######## bram_fifo_ctrl ########
Figure 1. Cell classes on the final placement (bram_fifo_ctrl).
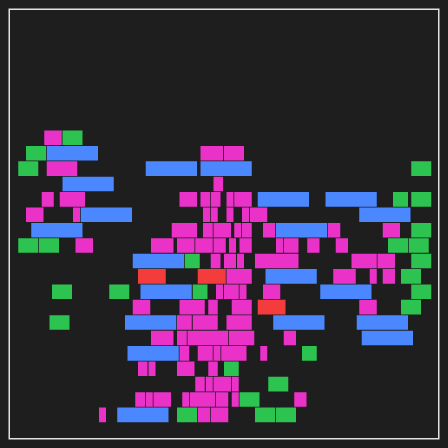

File: config.mk
export PLATFORM = sky130hd
export DESIGN_NAME = bram_fifo_ctrl
export DESIGN_NICKNAME = d
export VERILOG_FILES = /design/src/rtl/bram_fifo_pkg.sv /design/src/rtl/bram_rd_pipe.sv /design/src/rtl/bram_fifo_ctrl.sv
export SDC_FILE = /design/constraint.sdc
export NUM_CORES = 1
export LEC_CHECK = 0
export CAP_MARGIN = 10
export CORE_UTILIZATION = 31
export CTS_CLUSTER_SIZE = 14
export DETAILED_ROUTE_END_ITERATION = 6
export PLACE_DENSITY = 0.81
export SLEW_MARGIN = 0
export SYNTH_ARGS = -nofsm -noshare
export SYNTH_HDL_FRONTEND = slang
export SYNTH_SLANG_ARGS = --single-unit
File: constraint.sdc
create_clock -name clk_i -period 2.82 [get_ports clk_i]
set_clock_uncertainty 0.05 [all_clocks]
set_input_delay 0.564 -clock clk_i [delete_from_list [all_inputs] [get_ports clk_i]]
set_output_delay 0.564 -clock clk_i [all_outputs]
set_load 0.01 [all_outputs]
File: src/rtl/bram_fifo_pkg.sv
// -----------------------------------------------------------------------------
// bram_fifo_pkg
// Shared helpers for the BRAM-backed FIFO controller:
//   depth_of()   - FIFO depth derived from the number of RAM address lines
//   ptr_bits()   - width of the read/write pointers
//   level_bits() - width of the fill-level counter (must be able to hold DEPTH)
//   RD_LAT       - number of RAM read registers treated as pipeline stages
// -----------------------------------------------------------------------------
package bram_fifo_pkg;

    localparam int RD_LAT = 2;

    function automatic int depth_of(input int addr_lines);
        return 1 << addr_lines;
    endfunction

    function automatic int ptr_bits(input int addr_lines);
        return addr_lines;
    endfunction

    function automatic int level_bits(input int addr_lines);
        return addr_lines + 1;
    endfunction

endpackage

File: src/rtl/bram_rd_pipe.sv
// -----------------------------------------------------------------------------
// bram_rd_pipe
// Tracks the valid bits of the RAM's two read registers (ram_data_b = stage 1,
// doutb = stage 2) and decides when each register may load, so that the pair
// behaves as a fully stallable two-stage pipeline.
// Ports:
//   clk, rst_n  - clock, asynchronous active-low reset
//   clear       - synchronous discard of everything in flight
//   have_data   - at least one written word is waiting to be issued
//   out_ready   - consumer accepts the stage-2 word
//   issue       - load stage 1 (RAM port B enable), advances the read pointer
//   adv2        - load stage 2 (RAM output-register clock enable)
//   out_valid   - stage 2 holds a valid word
// -----------------------------------------------------------------------------
module bram_rd_pipe
    import bram_fifo_pkg::*;
(
    input  logic clk,
    input  logic rst_n,
    input  logic clear,
    input  logic have_data,
    input  logic out_ready,
    output logic issue,
    output logic adv2,
    output logic out_valid
);

    logic [RD_LAT-1:0] valid;

    // Stage 2 loads when stage 1 has a word and stage 2 is empty or being
    // drained; stage 1 loads when there is a word to fetch and its current
    // content (if any) moves on this cycle. A clear suppresses both loads.
    assign adv2      = valid[0] & (~valid[1] | out_ready) & ~clear;
    assign issue     = have_data & (~valid[0] | adv2) & ~clear;
    assign out_valid = valid[1];

    // Valid bits follow the register loads; a word stays put while its
    // successor stage is stalled, so nothing is dropped or duplicated.
    always_ff @(posedge clk or negedge rst_n) begin
        if (!rst_n) begin
            valid <= '0;
        end else if (clear) begin
            valid <= '0;
        end else begin
            valid[0] <= issue | (valid[0] & ~adv2);
            valid[1] <= adv2 | (valid[1] & ~out_ready);
        end
    end

endmodule

File: src/rtl/bram_fifo_ctrl.sv
// -----------------------------------------------------------------------------
// bram_fifo_ctrl
// FIFO controller that owns both ports of an external dual-port RAM. Port A
// writes the incoming stream; port B plus its two read registers form the
// output pipeline (see bram_rd_pipe).
// Ports:
//   clk_i, rst_ni                  - clock, asynchronous active-low reset
//   s_valid_i/s_ready_o/s_data_i   - input stream (ready = not full)
//   m_valid_o/m_ready_i/m_data_o   - output stream (data straight from RAM)
//   level_o                        - words held, including in-flight ones
//   ram_ena_o/ram_wea_o/ram_addra_o/ram_dina_o    - RAM write port A
//   ram_enb_o/ram_addrb_o/ram_regceb_o/ram_rstnb_o - RAM read port B
//   ram_doutb_i                    - RAM output register
// Optional: define BRAM_FIFO_FLUSH_EN to add flush_i, a synchronous discard
// of all content that also resets the RAM output register.
// -----------------------------------------------------------------------------
module bram_fifo_ctrl
    import bram_fifo_pkg::*;
#(
    parameter int DATA_WIDTH = 32,
    parameter int ADDR_LINES = 4
) (
    input  logic                    clk_i,
    input  logic                    rst_ni,
`ifdef BRAM_FIFO_FLUSH_EN
    input  logic                    flush_i,
`endif
    input  logic                    s_valid_i,
    output logic                    s_ready_o,
    input  logic [DATA_WIDTH-1:0]   s_data_i,
    output logic                    m_valid_o,
    input  logic                    m_ready_i,
    output logic [DATA_WIDTH-1:0]   m_data_o,
    output logic [ADDR_LINES:0]     level_o,
    output logic                    ram_ena_o,
    output logic                    ram_wea_o,
    output logic [ADDR_LINES-1:0]   ram_addra_o,
    output logic [DATA_WIDTH-1:0]   ram_dina_o,
    output logic                    ram_enb_o,
    output logic [ADDR_LINES-1:0]   ram_addrb_o,
    output logic                    ram_regceb_o,
    output logic                    ram_rstnb_o,
    input  logic [DATA_WIDTH-1:0]   ram_doutb_i
);

    localparam int PTR_W = ptr_bits(ADDR_LINES);
    localparam int LVL_W = level_bits(ADDR_LINES);

    typedef logic [PTR_W-1:0] ptr_t;
    typedef logic [LVL_W-1:0] level_t;

    localparam level_t DEPTH_LVL = level_t'(depth_of(ADDR_LINES));

    ptr_t   wr_ptr;
    ptr_t   rd_ptr;
    level_t avail;
    level_t level;
    logic   flush;
    logic   push;
    logic   pop;
    logic   issue;
    logic   adv2;
    logic   out_valid;

`ifdef BRAM_FIFO_FLUSH_EN
    assign flush       = flush_i;
    assign ram_rstnb_o = ~flush_i;
`else
    assign flush       = 1'b0;
    assign ram_rstnb_o = 1'b1;
`endif

    // Full is judged on the registered level only, so a pop in the same
    // cycle never frees a slot for a push until the next cycle.
    assign s_ready_o = (level < DEPTH_LVL) & ~flush;
    assign push      = s_valid_i & s_ready_o;
    assign pop       = out_valid & m_ready_i & ~flush;

    assign ram_ena_o    = push;
    assign ram_wea_o    = push;
    assign ram_addra_o  = wr_ptr;
    assign ram_dina_o   = s_data_i;
    assign ram_enb_o    = issue;
    assign ram_addrb_o  = rd_ptr;
    assign ram_regceb_o = adv2;

    assign m_valid_o = out_valid;
    assign m_data_o  = ram_doutb_i;
    assign level_o   = level;

    bram_rd_pipe u_rd_pipe (
        .clk       (clk_i),
        .rst_n     (rst_ni),
        .clear     (flush),
        .have_data (avail != '0),
        .out_ready (m_ready_i),
        .issue     (issue),
        .adv2      (adv2),
        .out_valid (out_valid)
    );

    // Pointers wrap naturally at DEPTH. avail counts words written but not
    // yet fetched; because it only rises after the write edge, a word is
    // never read in the same cycle it is written. level counts everything
    // from push to pop, including words sitting in the read registers.
    always_ff @(posedge clk_i or negedge rst_ni) begin
        if (!rst_ni) begin
            wr_ptr <= '0;
            rd_ptr <= '0;
            avail  <= '0;
            level  <= '0;
        end else if (flush) begin
            wr_ptr <= '0;
            rd_ptr <= '0;
            avail  <= '0;
            level  <= '0;
        end else begin
            if (push) begin
                wr_ptr <= wr_ptr + ptr_t'(1);
            end
            if (issue) begin
                rd_ptr <= rd_ptr + ptr_t'(1);
            end
            unique case ({push, issue})
                2'b10:   avail <= avail + level_t'(1);
                2'b01:   avail <= avail - level_t'(1);
                default: avail <= avail;
            endcase
            unique case ({push, pop})
                2'b10:   level <= level + level_t'(1);
                2'b01:   level <= level - level_t'(1);
                default: level <= level;
            endcase
        end
    end

endmodule

######## reg_file_write_arbiter ########
File: config.mk
export PLATFORM = sky130hd
export DESIGN_NAME = reg_file_write_arbiter
export DESIGN_NICKNAME = d
export VERILOG_FILES = /design/src/rtl/reg_file_write_arbiter.sv
export SDC_FILE = /design/constraint.sdc
export NUM_CORES = 1
export LEC_CHECK = 0
export CAP_MARGIN = 20
export CORE_MARGIN = 10
export CORE_UTILIZATION = 33
export CTS_CLUSTER_SIZE = 14
export DETAILED_ROUTE_END_ITERATION = 10
export PLACE_DENSITY = 0.82
export SLEW_MARGIN = 20
export SYNTH_ARGS = -nofsm -noshare
export SYNTH_HDL_FRONTEND = slang
export SYNTH_SLANG_ARGS = --single-unit
File: constraint.sdc
create_clock -name clk -period 1.7 [get_ports clk]
set_input_delay 0.34 -clock clk [delete_from_list [all_inputs] [get_ports clk]]
set_output_delay 0.34 -clock clk [all_outputs]
set_load 0.03 [all_outputs]
File: src/rtl/reg_file_write_arbiter.sv
// Write-port owner for reg_file: zero-fills all registers after reset, then arbitrates wb0/wb1 writes.
// Optional macro RF_FWD_EN adds combinational forwarding of the pending write to both read ports.
module reg_file_write_arbiter #(
  parameter int ADDR_W       = 5,
  parameter int DATA_W       = 32,
  parameter int NUM_REGS     = 32,
  parameter int STARVE_LIMIT = 4,
  parameter int CLEAR_EN     = 1
) (
  input  logic              clk,
  input  logic              reset_n,
  input  logic              wb0_valid,
  input  logic [ADDR_W-1:0] wb0_addr,
  input  logic [DATA_W-1:0] wb0_data,
  output logic              wb0_ready,
  input  logic              wb1_valid,
  input  logic [ADDR_W-1:0] wb1_addr,
  input  logic [DATA_W-1:0] wb1_data,
  output logic              wb1_ready,
  output logic              rf_write_enable,
  output logic [ADDR_W-1:0] rf_addr_3,
  output logic [DATA_W-1:0] rf_write_data,
  input  logic [ADDR_W-1:0] rd_addr_1,
  input  logic [ADDR_W-1:0] rd_addr_2,
  input  logic [DATA_W-1:0] rf_read_data_1,
  input  logic [DATA_W-1:0] rf_read_data_2,
  output logic [DATA_W-1:0] read_data_1,
  output logic [DATA_W-1:0] read_data_2,
  output logic              init_done
);

  localparam int STARVE_W = $clog2(STARVE_LIMIT + 1);
  localparam logic [ADDR_W-1:0]   LAST_ADDR  = ADDR_W'(NUM_REGS - 1);
  localparam logic [STARVE_W-1:0] STARVE_MAX = STARVE_W'(STARVE_LIMIT);
  localparam logic [ADDR_W-1:0]   ZERO_ADDR  = {ADDR_W{1'b0}};

  typedef enum logic {
    ST_CLEAR = 1'b0,
    ST_RUN   = 1'b1
  } state_t;

  localparam state_t RESET_STATE   = (CLEAR_EN != 0) ? ST_CLEAR : ST_RUN;
  localparam logic   RESET_INIT_DN = (CLEAR_EN != 0) ? 1'b0 : 1'b1;

  state_t              state_r;
  state_t              state_nxt_s;
  logic [ADDR_W-1:0]   clr_cnt_r;
  logic [STARVE_W-1:0] starve_r;
  logic                grant0_s;
  logic                grant1_s;
  logic                force1_s;
  logic                init_done_r;

  // State register.
  always_ff @(posedge clk or negedge reset_n) begin
    if (!reset_n) begin
      state_r <= RESET_STATE;
    end else begin
      state_r <= state_nxt_s;
    end
  end

  // Next state and grant selection; a starved wb1 overrides wb0 priority.
  always_comb begin
    state_nxt_s = state_r;
    grant0_s    = 1'b0;
    grant1_s    = 1'b0;
    force1_s    = 1'b0;
    case (state_r)
      ST_CLEAR: begin
        if (clr_cnt_r == LAST_ADDR) begin
          state_nxt_s = ST_RUN;
        end else begin
          state_nxt_s = ST_CLEAR;
        end
      end
      ST_RUN: begin
        force1_s = (starve_r == STARVE_MAX) && wb1_valid;
        if (force1_s) begin
          grant1_s = 1'b1;
        end else if (wb0_valid) begin
          grant0_s = 1'b1;
        end else if (wb1_valid) begin
          grant1_s = 1'b1;
        end else begin
          grant0_s = 1'b0;
          grant1_s = 1'b0;
        end
      end
      default: begin
        state_nxt_s = ST_CLEAR;
      end
    endcase
  end

  assign wb0_ready = grant0_s;
  assign wb1_ready = grant1_s;

  // Write-port register: clear sweep, then one accepted request per cycle; x0 writes are swallowed.
  always_ff @(posedge clk or negedge reset_n) begin
    if (!reset_n) begin
      rf_write_enable <= 1'b0;
      rf_addr_3       <= ZERO_ADDR;
      rf_write_data   <= {DATA_W{1'b0}};
      clr_cnt_r       <= ZERO_ADDR;
    end else if (state_r == ST_CLEAR) begin
      rf_write_enable <= 1'b1;
      rf_addr_3       <= clr_cnt_r;
      rf_write_data   <= {DATA_W{1'b0}};
      clr_cnt_r       <= clr_cnt_r + 1'b1;
    end else if (grant0_s) begin
      rf_write_enable <= (wb0_addr != ZERO_ADDR);
      rf_addr_3       <= wb0_addr;
      rf_write_data   <= wb0_data;
      clr_cnt_r       <= clr_cnt_r;
    end else if (grant1_s) begin
      rf_write_enable <= (wb1_addr != ZERO_ADDR);
      rf_addr_3       <= wb1_addr;
      rf_write_data   <= wb1_data;
      clr_cnt_r       <= clr_cnt_r;
    end else begin
      rf_write_enable <= 1'b0;
      rf_addr_3       <= rf_addr_3;
      rf_write_data   <= rf_write_data;
      clr_cnt_r       <= clr_cnt_r;
    end
  end

  // Consecutive wb1 denials, saturating at the limit.
  always_ff @(posedge clk or negedge reset_n) begin
    if (!reset_n) begin
      starve_r <= {STARVE_W{1'b0}};
    end else if (!wb1_valid || grant1_s) begin
      starve_r <= {STARVE_W{1'b0}};
    end else if (starve_r != STARVE_MAX) begin
      starve_r <= starve_r + 1'b1;
    end else begin
      starve_r <= starve_r;
    end
  end

  // init_done rises on the same edge that loads the last clear address.
  always_ff @(posedge clk or negedge reset_n) begin
    if (!reset_n) begin
      init_done_r <= RESET_INIT_DN;
    end else begin
      init_done_r <= (state_nxt_s == ST_RUN);
    end
  end

  assign init_done = init_done_r;

`ifdef RF_FWD_EN
  // Bypass the write that reg_file has not yet absorbed.
  always_comb begin
    read_data_1 = rf_read_data_1;
    read_data_2 = rf_read_data_2;
    if (rf_write_enable && (rf_addr_3 == rd_addr_1) && (rd_addr_1 != ZERO_ADDR)) begin
      read_data_1 = rf_write_data;
    end else begin
      read_data_1 = rf_read_data_1;
    end
    if (rf_write_enable && (rf_addr_3 == rd_addr_2) && (rd_addr_2 != ZERO_ADDR)) begin
      read_data_2 = rf_write_data;
    end else begin
      read_data_2 = rf_read_data_2;
    end
  end
`else
  logic unused_rd_addr_s;
  assign unused_rd_addr_s = ^{rd_addr_1, rd_addr_2};
  assign read_data_1 = rf_read_data_1;
  assign read_data_2 = rf_read_data_2;
`endif

endmodule

Figure 2. Clock network drawn from the DEF (bram_fifo_ctrl).
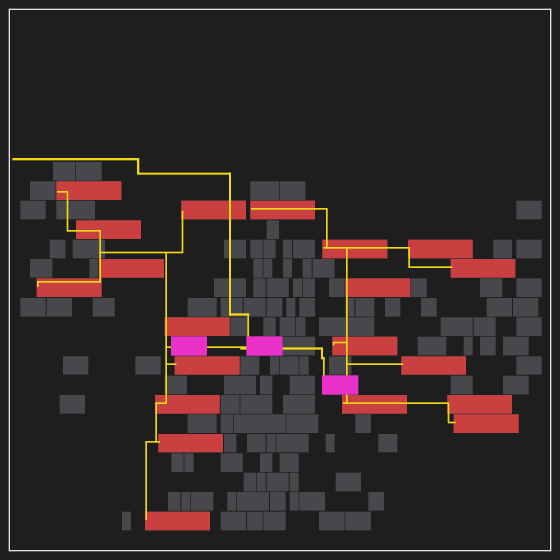
- flip-flops: red (count 20)
- clock-net drivers: magenta (count 3)
- clock wires: yellow (length 269 um)
- routed clock nets: 4
Clk power: 178 uW
Late-Pin Clk Latency: 0.25 ns
Clock power frac: 10.1%

Notes on Figure 1 above:
- clock-net drivers: red (cells 3; share of their area 2.8%)
- remaining logic cells: magenta (cells 89; share of their area 45%)
- registers: blue (cells 20; share of their area 34%)
- remaining buffers and delay cells: green (cells 27; share of their area 18%)
Post-Route Utilization: 30.0%
CORE AREA: 5170 um2

==> out/metrics.yaml, bram_fifo_ctrl <==
p_leak_uw: 0.000636
cts-root-buf: "clkbuf_8"
most_common_cell: "buf_4"
drive_gt1_share_pct: 9.35
clk_share_pct: 2.66
final_layout_top_logic_cell: "clkdlybuf4s50_1"
p_int_uw: 1070
ant_nets: 0
drt-vias-per-instance: 4.58
logic_family: "buffers and inverters"
path_cells: "clkdlybuf4s50_1 > nor2b_1 > inv_1 > ha_1 > fa_1 > a21oi_1 > o21ai_0 > o311ai_1"
outcome: "finished clean"
final_area_um2: 1550
p_comb_uw: 986
nWellTaps: 70
synth_cell_types: 34
sh_seq_area_pct: 32.3
ys_sh_mux_pct: 4.10
yosysTopAreaCell: "dfrtp_1"
[bram_fifo_ctrl: worst paths after layout]
path	start	end	slack [ns]	cells after the start
min reg2reg	ram_addra_o[3]$_DFFE_PN0P_	ram_addra_o[3]$_DFFE_PN0P_	0.42	1
min	ram_addra_o[3]$_DFFE_PN0P_	ram_addra_o[3]$_DFFE_PN0P_	0.42	1
min in group asynchronous	rst_ni	ram_addra_o[3]$_DFFE_PN0P_	0.61	2
max	s_valid_i	level_o[4]$_DFFE_PN0P_	0.18	8
max reg2reg	avail[0]$_DFFE_PN0P_	avail[4]$_DFFE_PN0P_	0.40	9
max in group asynchronous	rst_ni	level_o[3]$_DFFE_PN0P_	1.90	2
[bram_fifo_ctrl: metal layers]
| layer | track usage, % | vias to the layer above | wire length [um] |
|---|---|---|---|
| li1 | - | 440 | - |
| met1 | 10.7 | 471 | 1080 |
| met2 | 18.0 | 41 | 1230 |
| met3 | 3.84 | 6 | 213 |
| met4 | 4.12 | 0 | 27 |
| met5 | 0 | - | 0 |
[bram_fifo_ctrl: registers in the layout, summed over array words and instances, names as in the netlist]
register and flops:
level_o 5, u_rd_pipe.valid 2, avail 5, ram_addra_o 4, ram_addrb_o 4
Figure 3. Supply network (reg_file_write_arbiter).
Bar = 20 um. Pins as bars on the die edge.
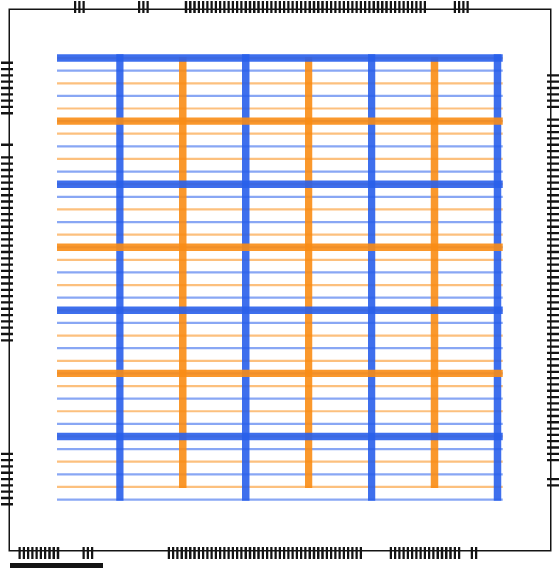
- VDD: orange
- VSS: blue
- met1 rails: 36
- met5 straps: 7
Horiz. Die Dim: 116 um
Max IR drop VDD: 363 uV
CORE AREA: 9150 um2
floorplan die height: 116 um

==> out/metrics.yaml, reg_file_write_arbiter <==
outcome: "complete, but fails checks"
failed_checks: "setup timing"
crit_buf_inv: 2
hold_slack_ns: 0.00808
finalMaxSlewViolations: 0
p_int_uw: 2130
ys_cells: 326
ys.flop_type: "dfrtp_1"
rsz0062_at_grt: "true"
use_met2_pct: 23.3
wl_met1_um: 3560
p_switching_uw: 920
p_per_area_nw_per_um2: 727
ys_top_cells_by_count: "nand2_1, buf_4, dfrtp_1, nand3_1, o211ai_2"
setup_viol: 1
dr_wl_met2_um: 4900
worstPathRequired_ns: 1.36
crit_cells: 5
fin_ws_ns: -0.0544
final_area_um2: 4190
edf_count: 0
drt_iter0_drc: 145
clock_sink_count: 47
crit_path_max_incr_delay_ns: 0.39
reg_file_write_arbiter: cells by family (layout without fill, tap and decap cells):
family / count (synthesis) / count (layout) / share of synthesized area, %
and+or+nand+nor: 121 / 121 / 18.8
buffers and inverters: 91 / 154 / 20.8
AOI/OAI and AO/OA: 57 / 57 / 18.5
DFF: 47 / 47 / 38.3
adders and majority gates: 4 / 4 / 1.63
xor gates and xnor gates: 3 / 3 / 0.856
muxes: 3 / 3 / 1.06
reg_file_write_arbiter: power groups by stage:
stage,clock [uW],sequential [uW],combinational (uW)
floorplan,0,1470,538
detailed placement,0,1290,934
CTS,897,1260,929
global placement,0,1280,917
global route,953,1270,978
finish,873,1260,914
reg_file_write_arbiter: repair_timing:
action,4_1_cts,5_1_grt
gates resized,21,27
pin swaps,3,2
setup buffers,2,2
gates cloned,0,0
setup endpoints to repair,14,28
reg_file_write_arbiter: layout make-up:
| type | count | area, um2 |
|---|---|---|
| Fill cell | 844 | 4960 |
| Timing Repair Buffer | 143 | 1460 |
| Multi-Input combinational cell | 188 | 1280 |
| Sequential cell | 47 | 1180 |
| Tap cell | 111 | 139 |
| Clock buffer | 6 | 82.6 |
| Clock inverter | 2 | 35.0 |
| Inverter | 3 | 11.3 |

######## pipeline_ctrl ########
`src/rtl/pipeline_ctrl.sv`:
```
// Hazard controller for a 5-stage pipeline: stalls, flushes, forwarding and a data-memory wait FSM.
// Compile-time option PIPELINE_CTRL_FORWARDING_EN selects forwarding; without it RAW hazards stall.
module pipeline_ctrl (
  input  logic        clk,
  input  logic        rst,
  input  logic [4:0]  RsD,
  input  logic [4:0]  RtD,
  input  logic [4:0]  RsE,
  input  logic [4:0]  RtE,
  input  logic [4:0]  WriteRegE,
  input  logic [4:0]  WriteRegM,
  input  logic [4:0]  WriteRegW,
  input  logic        RegWriteE,
  input  logic        RegWriteM,
  input  logic        RegWriteW,
  input  logic        MemtoRegE,
  input  logic        MemtoRegM,
  input  logic        BranchD,
  input  logic        PCSrcD,
  input  logic        MemAccessM,
  input  logic        MemReadyM,
  output logic        StallF,
  output logic        StallD,
  output logic        StallE,
  output logic        StallM,
  output logic        FlushD,
  output logic        FlushE,
  output logic        FlushW,
  output logic [1:0]  ForwardAE,
  output logic [1:0]  ForwardBE,
  output logic        ForwardAD,
  output logic        ForwardBD,
  output logic        MemReqM,
  output logic        MemTimeout,
  output logic [15:0] StallCount
);

  typedef enum logic {
    ST_IDLE,
    ST_WAIT
  } mem_state_e;

  mem_state_e  state_q, state_d;
  logic [7:0]  wait_cnt_q, wait_cnt_d;
  logic        timeout_q, timeout_d;
  logic [15:0] stall_cnt_q, stall_cnt_d;

  logic mem_stall;
  logic lw_stall;
  logic branch_stall;
  logic raw_stall;
  logic dec_stall;

  // A non-zero destination that one of the Decode sources reads.
  function automatic logic dst_hits_d(input logic en, input logic [4:0] dst,
                                      input logic [4:0] rs, input logic [4:0] rt);
    return en && (dst != 5'd0) && ((dst == rs) || (dst == rt));
  endfunction

`ifdef PIPELINE_CTRL_FORWARDING_EN
  function automatic logic [1:0] fwd_sel_e(input logic [4:0] src, input logic rw_m,
                                           input logic [4:0] dst_m, input logic rw_w,
                                           input logic [4:0] dst_w);
    if (src != 5'd0 && rw_m && dst_m == src)      return 2'b10;
    else if (src != 5'd0 && rw_w && dst_w == src) return 2'b01;
    else                                          return 2'b00;
  endfunction
`else
  logic unused_fwd_inputs;
  assign unused_fwd_inputs = ^{RsE, RtE, WriteRegW, RegWriteW};
`endif

  // NOTE: every signal written in an always_comb gets a default first, so no path leaves it unassigned and no latch is inferred.
  always_comb begin
    raw_stall = 1'b0;
    ForwardAE = 2'b00;
    ForwardBE = 2'b00;
    ForwardAD = 1'b0;
    ForwardBD = 1'b0;
`ifdef PIPELINE_CTRL_FORWARDING_EN
    if (!rst) begin
      ForwardAE = fwd_sel_e(RsE, RegWriteM, WriteRegM, RegWriteW, WriteRegW);
      ForwardBE = fwd_sel_e(RtE, RegWriteM, WriteRegM, RegWriteW, WriteRegW);
      ForwardAD = (RsD != 5'd0) && RegWriteM && (WriteRegM == RsD);
      ForwardBD = (RtD != 5'd0) && RegWriteM && (WriteRegM == RtD);
    end
`else
    raw_stall = dst_hits_d(RegWriteE, WriteRegE, RsD, RtD) ||
                dst_hits_d(RegWriteM, WriteRegM, RsD, RtD);
`endif

    mem_stall = !rst && (((state_q == ST_IDLE) && MemAccessM && !MemReadyM) ||
                         ((state_q == ST_WAIT) && !MemReadyM));
    lw_stall     = dst_hits_d(MemtoRegE, WriteRegE, RsD, RtD) || raw_stall;
    branch_stall = BranchD && (dst_hits_d(RegWriteE, WriteRegE, RsD, RtD) ||
                               dst_hits_d(MemtoRegM, WriteRegM, RsD, RtD));
    dec_stall    = !rst && (lw_stall || branch_stall);

    // Memory stall freezes the whole front of the pipe and bubbles Writeback; it overrides Decode hazards.
    StallF  = mem_stall || dec_stall;
    StallD  = mem_stall || dec_stall;
    StallE  = mem_stall;
    StallM  = mem_stall;
    FlushW  = mem_stall;
    FlushE  = !mem_stall && dec_stall;
    FlushD  = !rst && PCSrcD && !StallD;
    MemReqM = !rst && ((state_q == ST_WAIT) || MemAccessM);
  end

  always_comb begin
    state_d     = state_q;
    wait_cnt_d  = wait_cnt_q;
    timeout_d   = timeout_q;
    stall_cnt_d = stall_cnt_q;

    unique case (state_q)
      ST_IDLE: begin
        if (MemAccessM && !MemReadyM) begin
          state_d    = ST_WAIT;
          wait_cnt_d = 8'd0;
        end
      end
      ST_WAIT: begin
        if (wait_cnt_q != 8'hFF) wait_cnt_d = wait_cnt_q + 8'd1;
        if (MemReadyM) begin
          state_d = ST_IDLE;
        end else if (wait_cnt_d == 8'hFF) begin
          // Timed-out accesses keep waiting; only the sticky flag records it.
          timeout_d = 1'b1;
        end
      end
      default: state_d = ST_IDLE;
    endcase

    if (StallF && stall_cnt_q != 16'hFFFF) stall_cnt_d = stall_cnt_q + 16'd1;
  end

  // NOTE: sequential state uses non-blocking assignments so every flop samples pre-edge values.
  always_ff @(posedge clk or posedge rst) begin
    if (rst) begin
      state_q     <= ST_IDLE;
      wait_cnt_q  <= 8'd0;
      timeout_q   <= 1'b0;
      stall_cnt_q <= 16'd0;
    end else begin
      state_q     <= state_d;
      wait_cnt_q  <= wait_cnt_d;
      timeout_q   <= timeout_d;
      stall_cnt_q <= stall_cnt_d;
    end
  end

  assign MemTimeout = timeout_q;
  assign StallCount = stall_cnt_q;

endmodule

```
`config.mk`:
```
export PLATFORM = sky130hd
export DESIGN_NAME = pipeline_ctrl
export DESIGN_NICKNAME = d
export VERILOG_FILES = /design/src/rtl/pipeline_ctrl.sv
export SDC_FILE = /design/constraint.sdc
export NUM_CORES = 1
export LEC_CHECK = 0
export CORE_MARGIN = 3
export CORE_UTILIZATION = 43
export CTS_BUF_LIST = sky130_fd_sc_hd__clkbuf_2
export DETAILED_ROUTE_END_ITERATION = 8
export GPL_TIMING_DRIVEN = 0
export PLACE_DENSITY_LB_ADDON = 0.25
export SLEW_MARGIN = 20
export SYNTH_ARGS = -nofsm -noshare
export SYNTH_HDL_FRONTEND = slang
export SYNTH_SLANG_ARGS = --single-unit
```
`constraint.sdc`:
```
create_clock -name clk -period 3.71 [get_ports clk]
set_clock_uncertainty 0.05 [all_clocks]
set_input_delay 0.742 -clock clk [delete_from_list [all_inputs] [get_ports clk]]
set_output_delay 0.742 -clock clk [all_outputs]
set_load 0.05 [all_outputs]
```
Figure 4. Supply network (pipeline_ctrl).
Bar = 20 um. Pins as bars on the die edge.
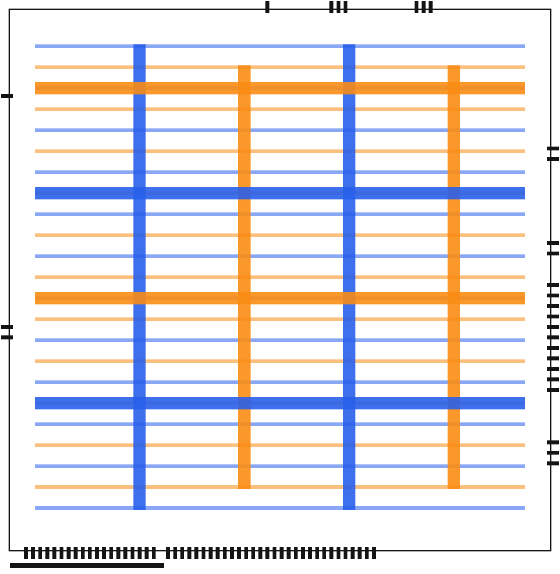
- VDD: orange
- VSS: blue
- met5 straps: 4
- met1 rails: 23
- signal pins: 77
Max IR drop VDD: 192 uV
Horiz. Die Dim: 70.0 um
floorplan die height: 70.0 um

Figure 5. Cell classes on the final placement (pipeline_ctrl).
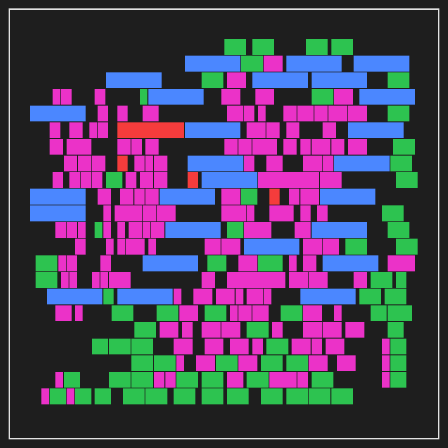
- clock drivers and dummy loads: red (cells 4; share of their area 1.9%)
- registers: blue (cells 26; share of their area 27%)
- remaining buffers and delay cells: green (cells 70; share of their area 27%)
- remaining logic cells: magenta (cells 156; share of their area 44%)
Post-Route Utilization: 64.8%
CORE AREA: 3800 um2

Figure 6. Clock network drawn from the DEF (pipeline_ctrl).
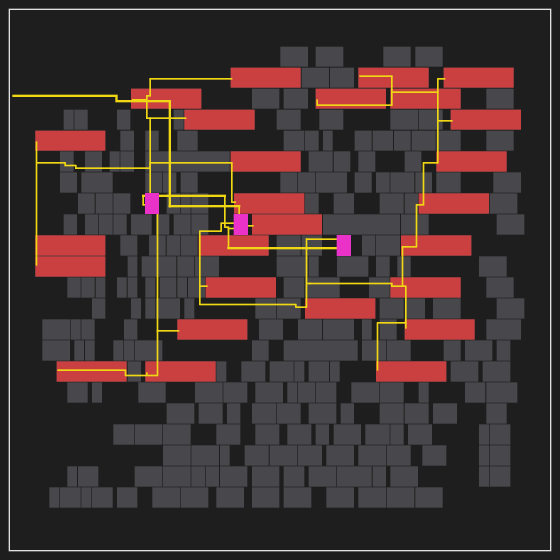
- clock-net drivers: magenta (count 3)
- flip-flops: red (count 26)
- clock wires: yellow (length 338 um)
- routed clock nets: 4
Late-Pin Clk Latency: 0.37 ns
Clock power frac: 18.5%
Clk power: 183 uW

==> out/metrics.yaml <==
outcome: "finished clean"
r2r_slack_ns: 1.43
netlist_instances: 190
adder_share_pct: 1.42
async_flop_share_pct: 100
setup_viol: 0
syn-cell-area_um2: 1760
nets: 305
worst_slew_pin_slew_ns: 0.615
switching_share_pct: 40.2
finalHoldViolCount: 0
ys_top_cells_by_count: "dfrtp_1, xor2_1, xnor2_1, nand2_1, a21oi_1"
sh_seq_area_pct: 26.4
first_global_vias: 1515
tritoncts: "done"
nMultiInputCombCells: 151
drt_iter0_drc: 107
crit_family: "buffers and inverters"
## placed cells by master (no fill, tap or decap), types with 2 or more instances in the layout
cell / instances
clkdlybuf4s50_1: 50
dfrtp_1: 26
xor2_1: 20
xnor2_1: 16
nand2_1: 14
buf_4: 13
a21oi_1: 12
and3_1: 9
nor2_1: 9
nand3_1: 9
nand4_1: 7
a31oi_1: 7
nor3_1: 6
conb_1: 6
o21ai_0: 5
inv_1: 3
and3_2: 3
clkbuf_2: 3
and4_1: 2
a22oi_1: 2
buf_2: 2
and3_4: 2
clkbuf_1: 2
o22ai_1: 2
nand3b_1: 2
and2_1: 2
ha_1: 2
## per-stage QoR
stage / area [um2] / worst slack [ns] / TNS (ns) / hold WS [ns] / power (uW)
final: 2460 / 0.0829 / 0 / 0.455 / 989
after global placement: 2380 / -0.542 / -1.92 / 0.419 / 798
after global routing: 2460 / 0.0247 / 0 / 0.496 / 1040
after floorplan: 1780 / 0.428 / 0 / 0.449 / 655
after CTS: 2450 / 0.0315 / 0 / 0.464 / 989
after detailed placement: 2380 / -0.560 / -1.98 / 0.420 / 805
## state kept, by name, indices dropped and copies added, names as in the netlist
name	flops
MemTimeout	1
StallCount	16
state_q	1
wait_cnt_q	8


==> layout pictures side by side <==
Metal layers overlaid.
Bar = 20 um.
panel A
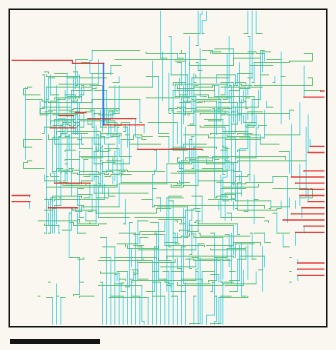
panel B
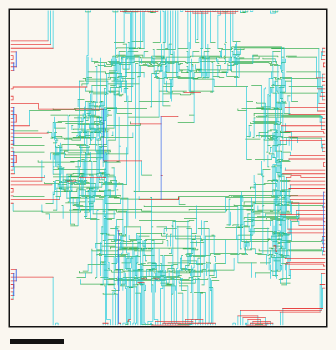
panel C
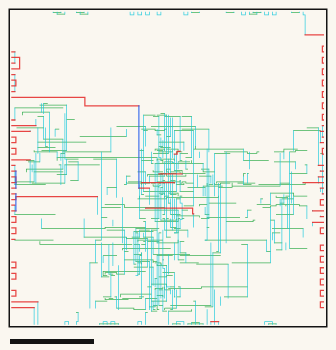
- most wire: panel B
- largest die: panel B
For pipeline_ctrl, see panel A.
For bram_fifo_ctrl, see panel C.
For reg_file_write_arbiter, see panel B.

Key to panel C:
- M2: cyan (wire length 1230 um)
- M1: green (wire length 1080 um)
- M3: red (wire length 214 um)
- M4: blue (wire length 27.9 um)

Power figures rest on the tool's default switching activity, not on a simulated workload.
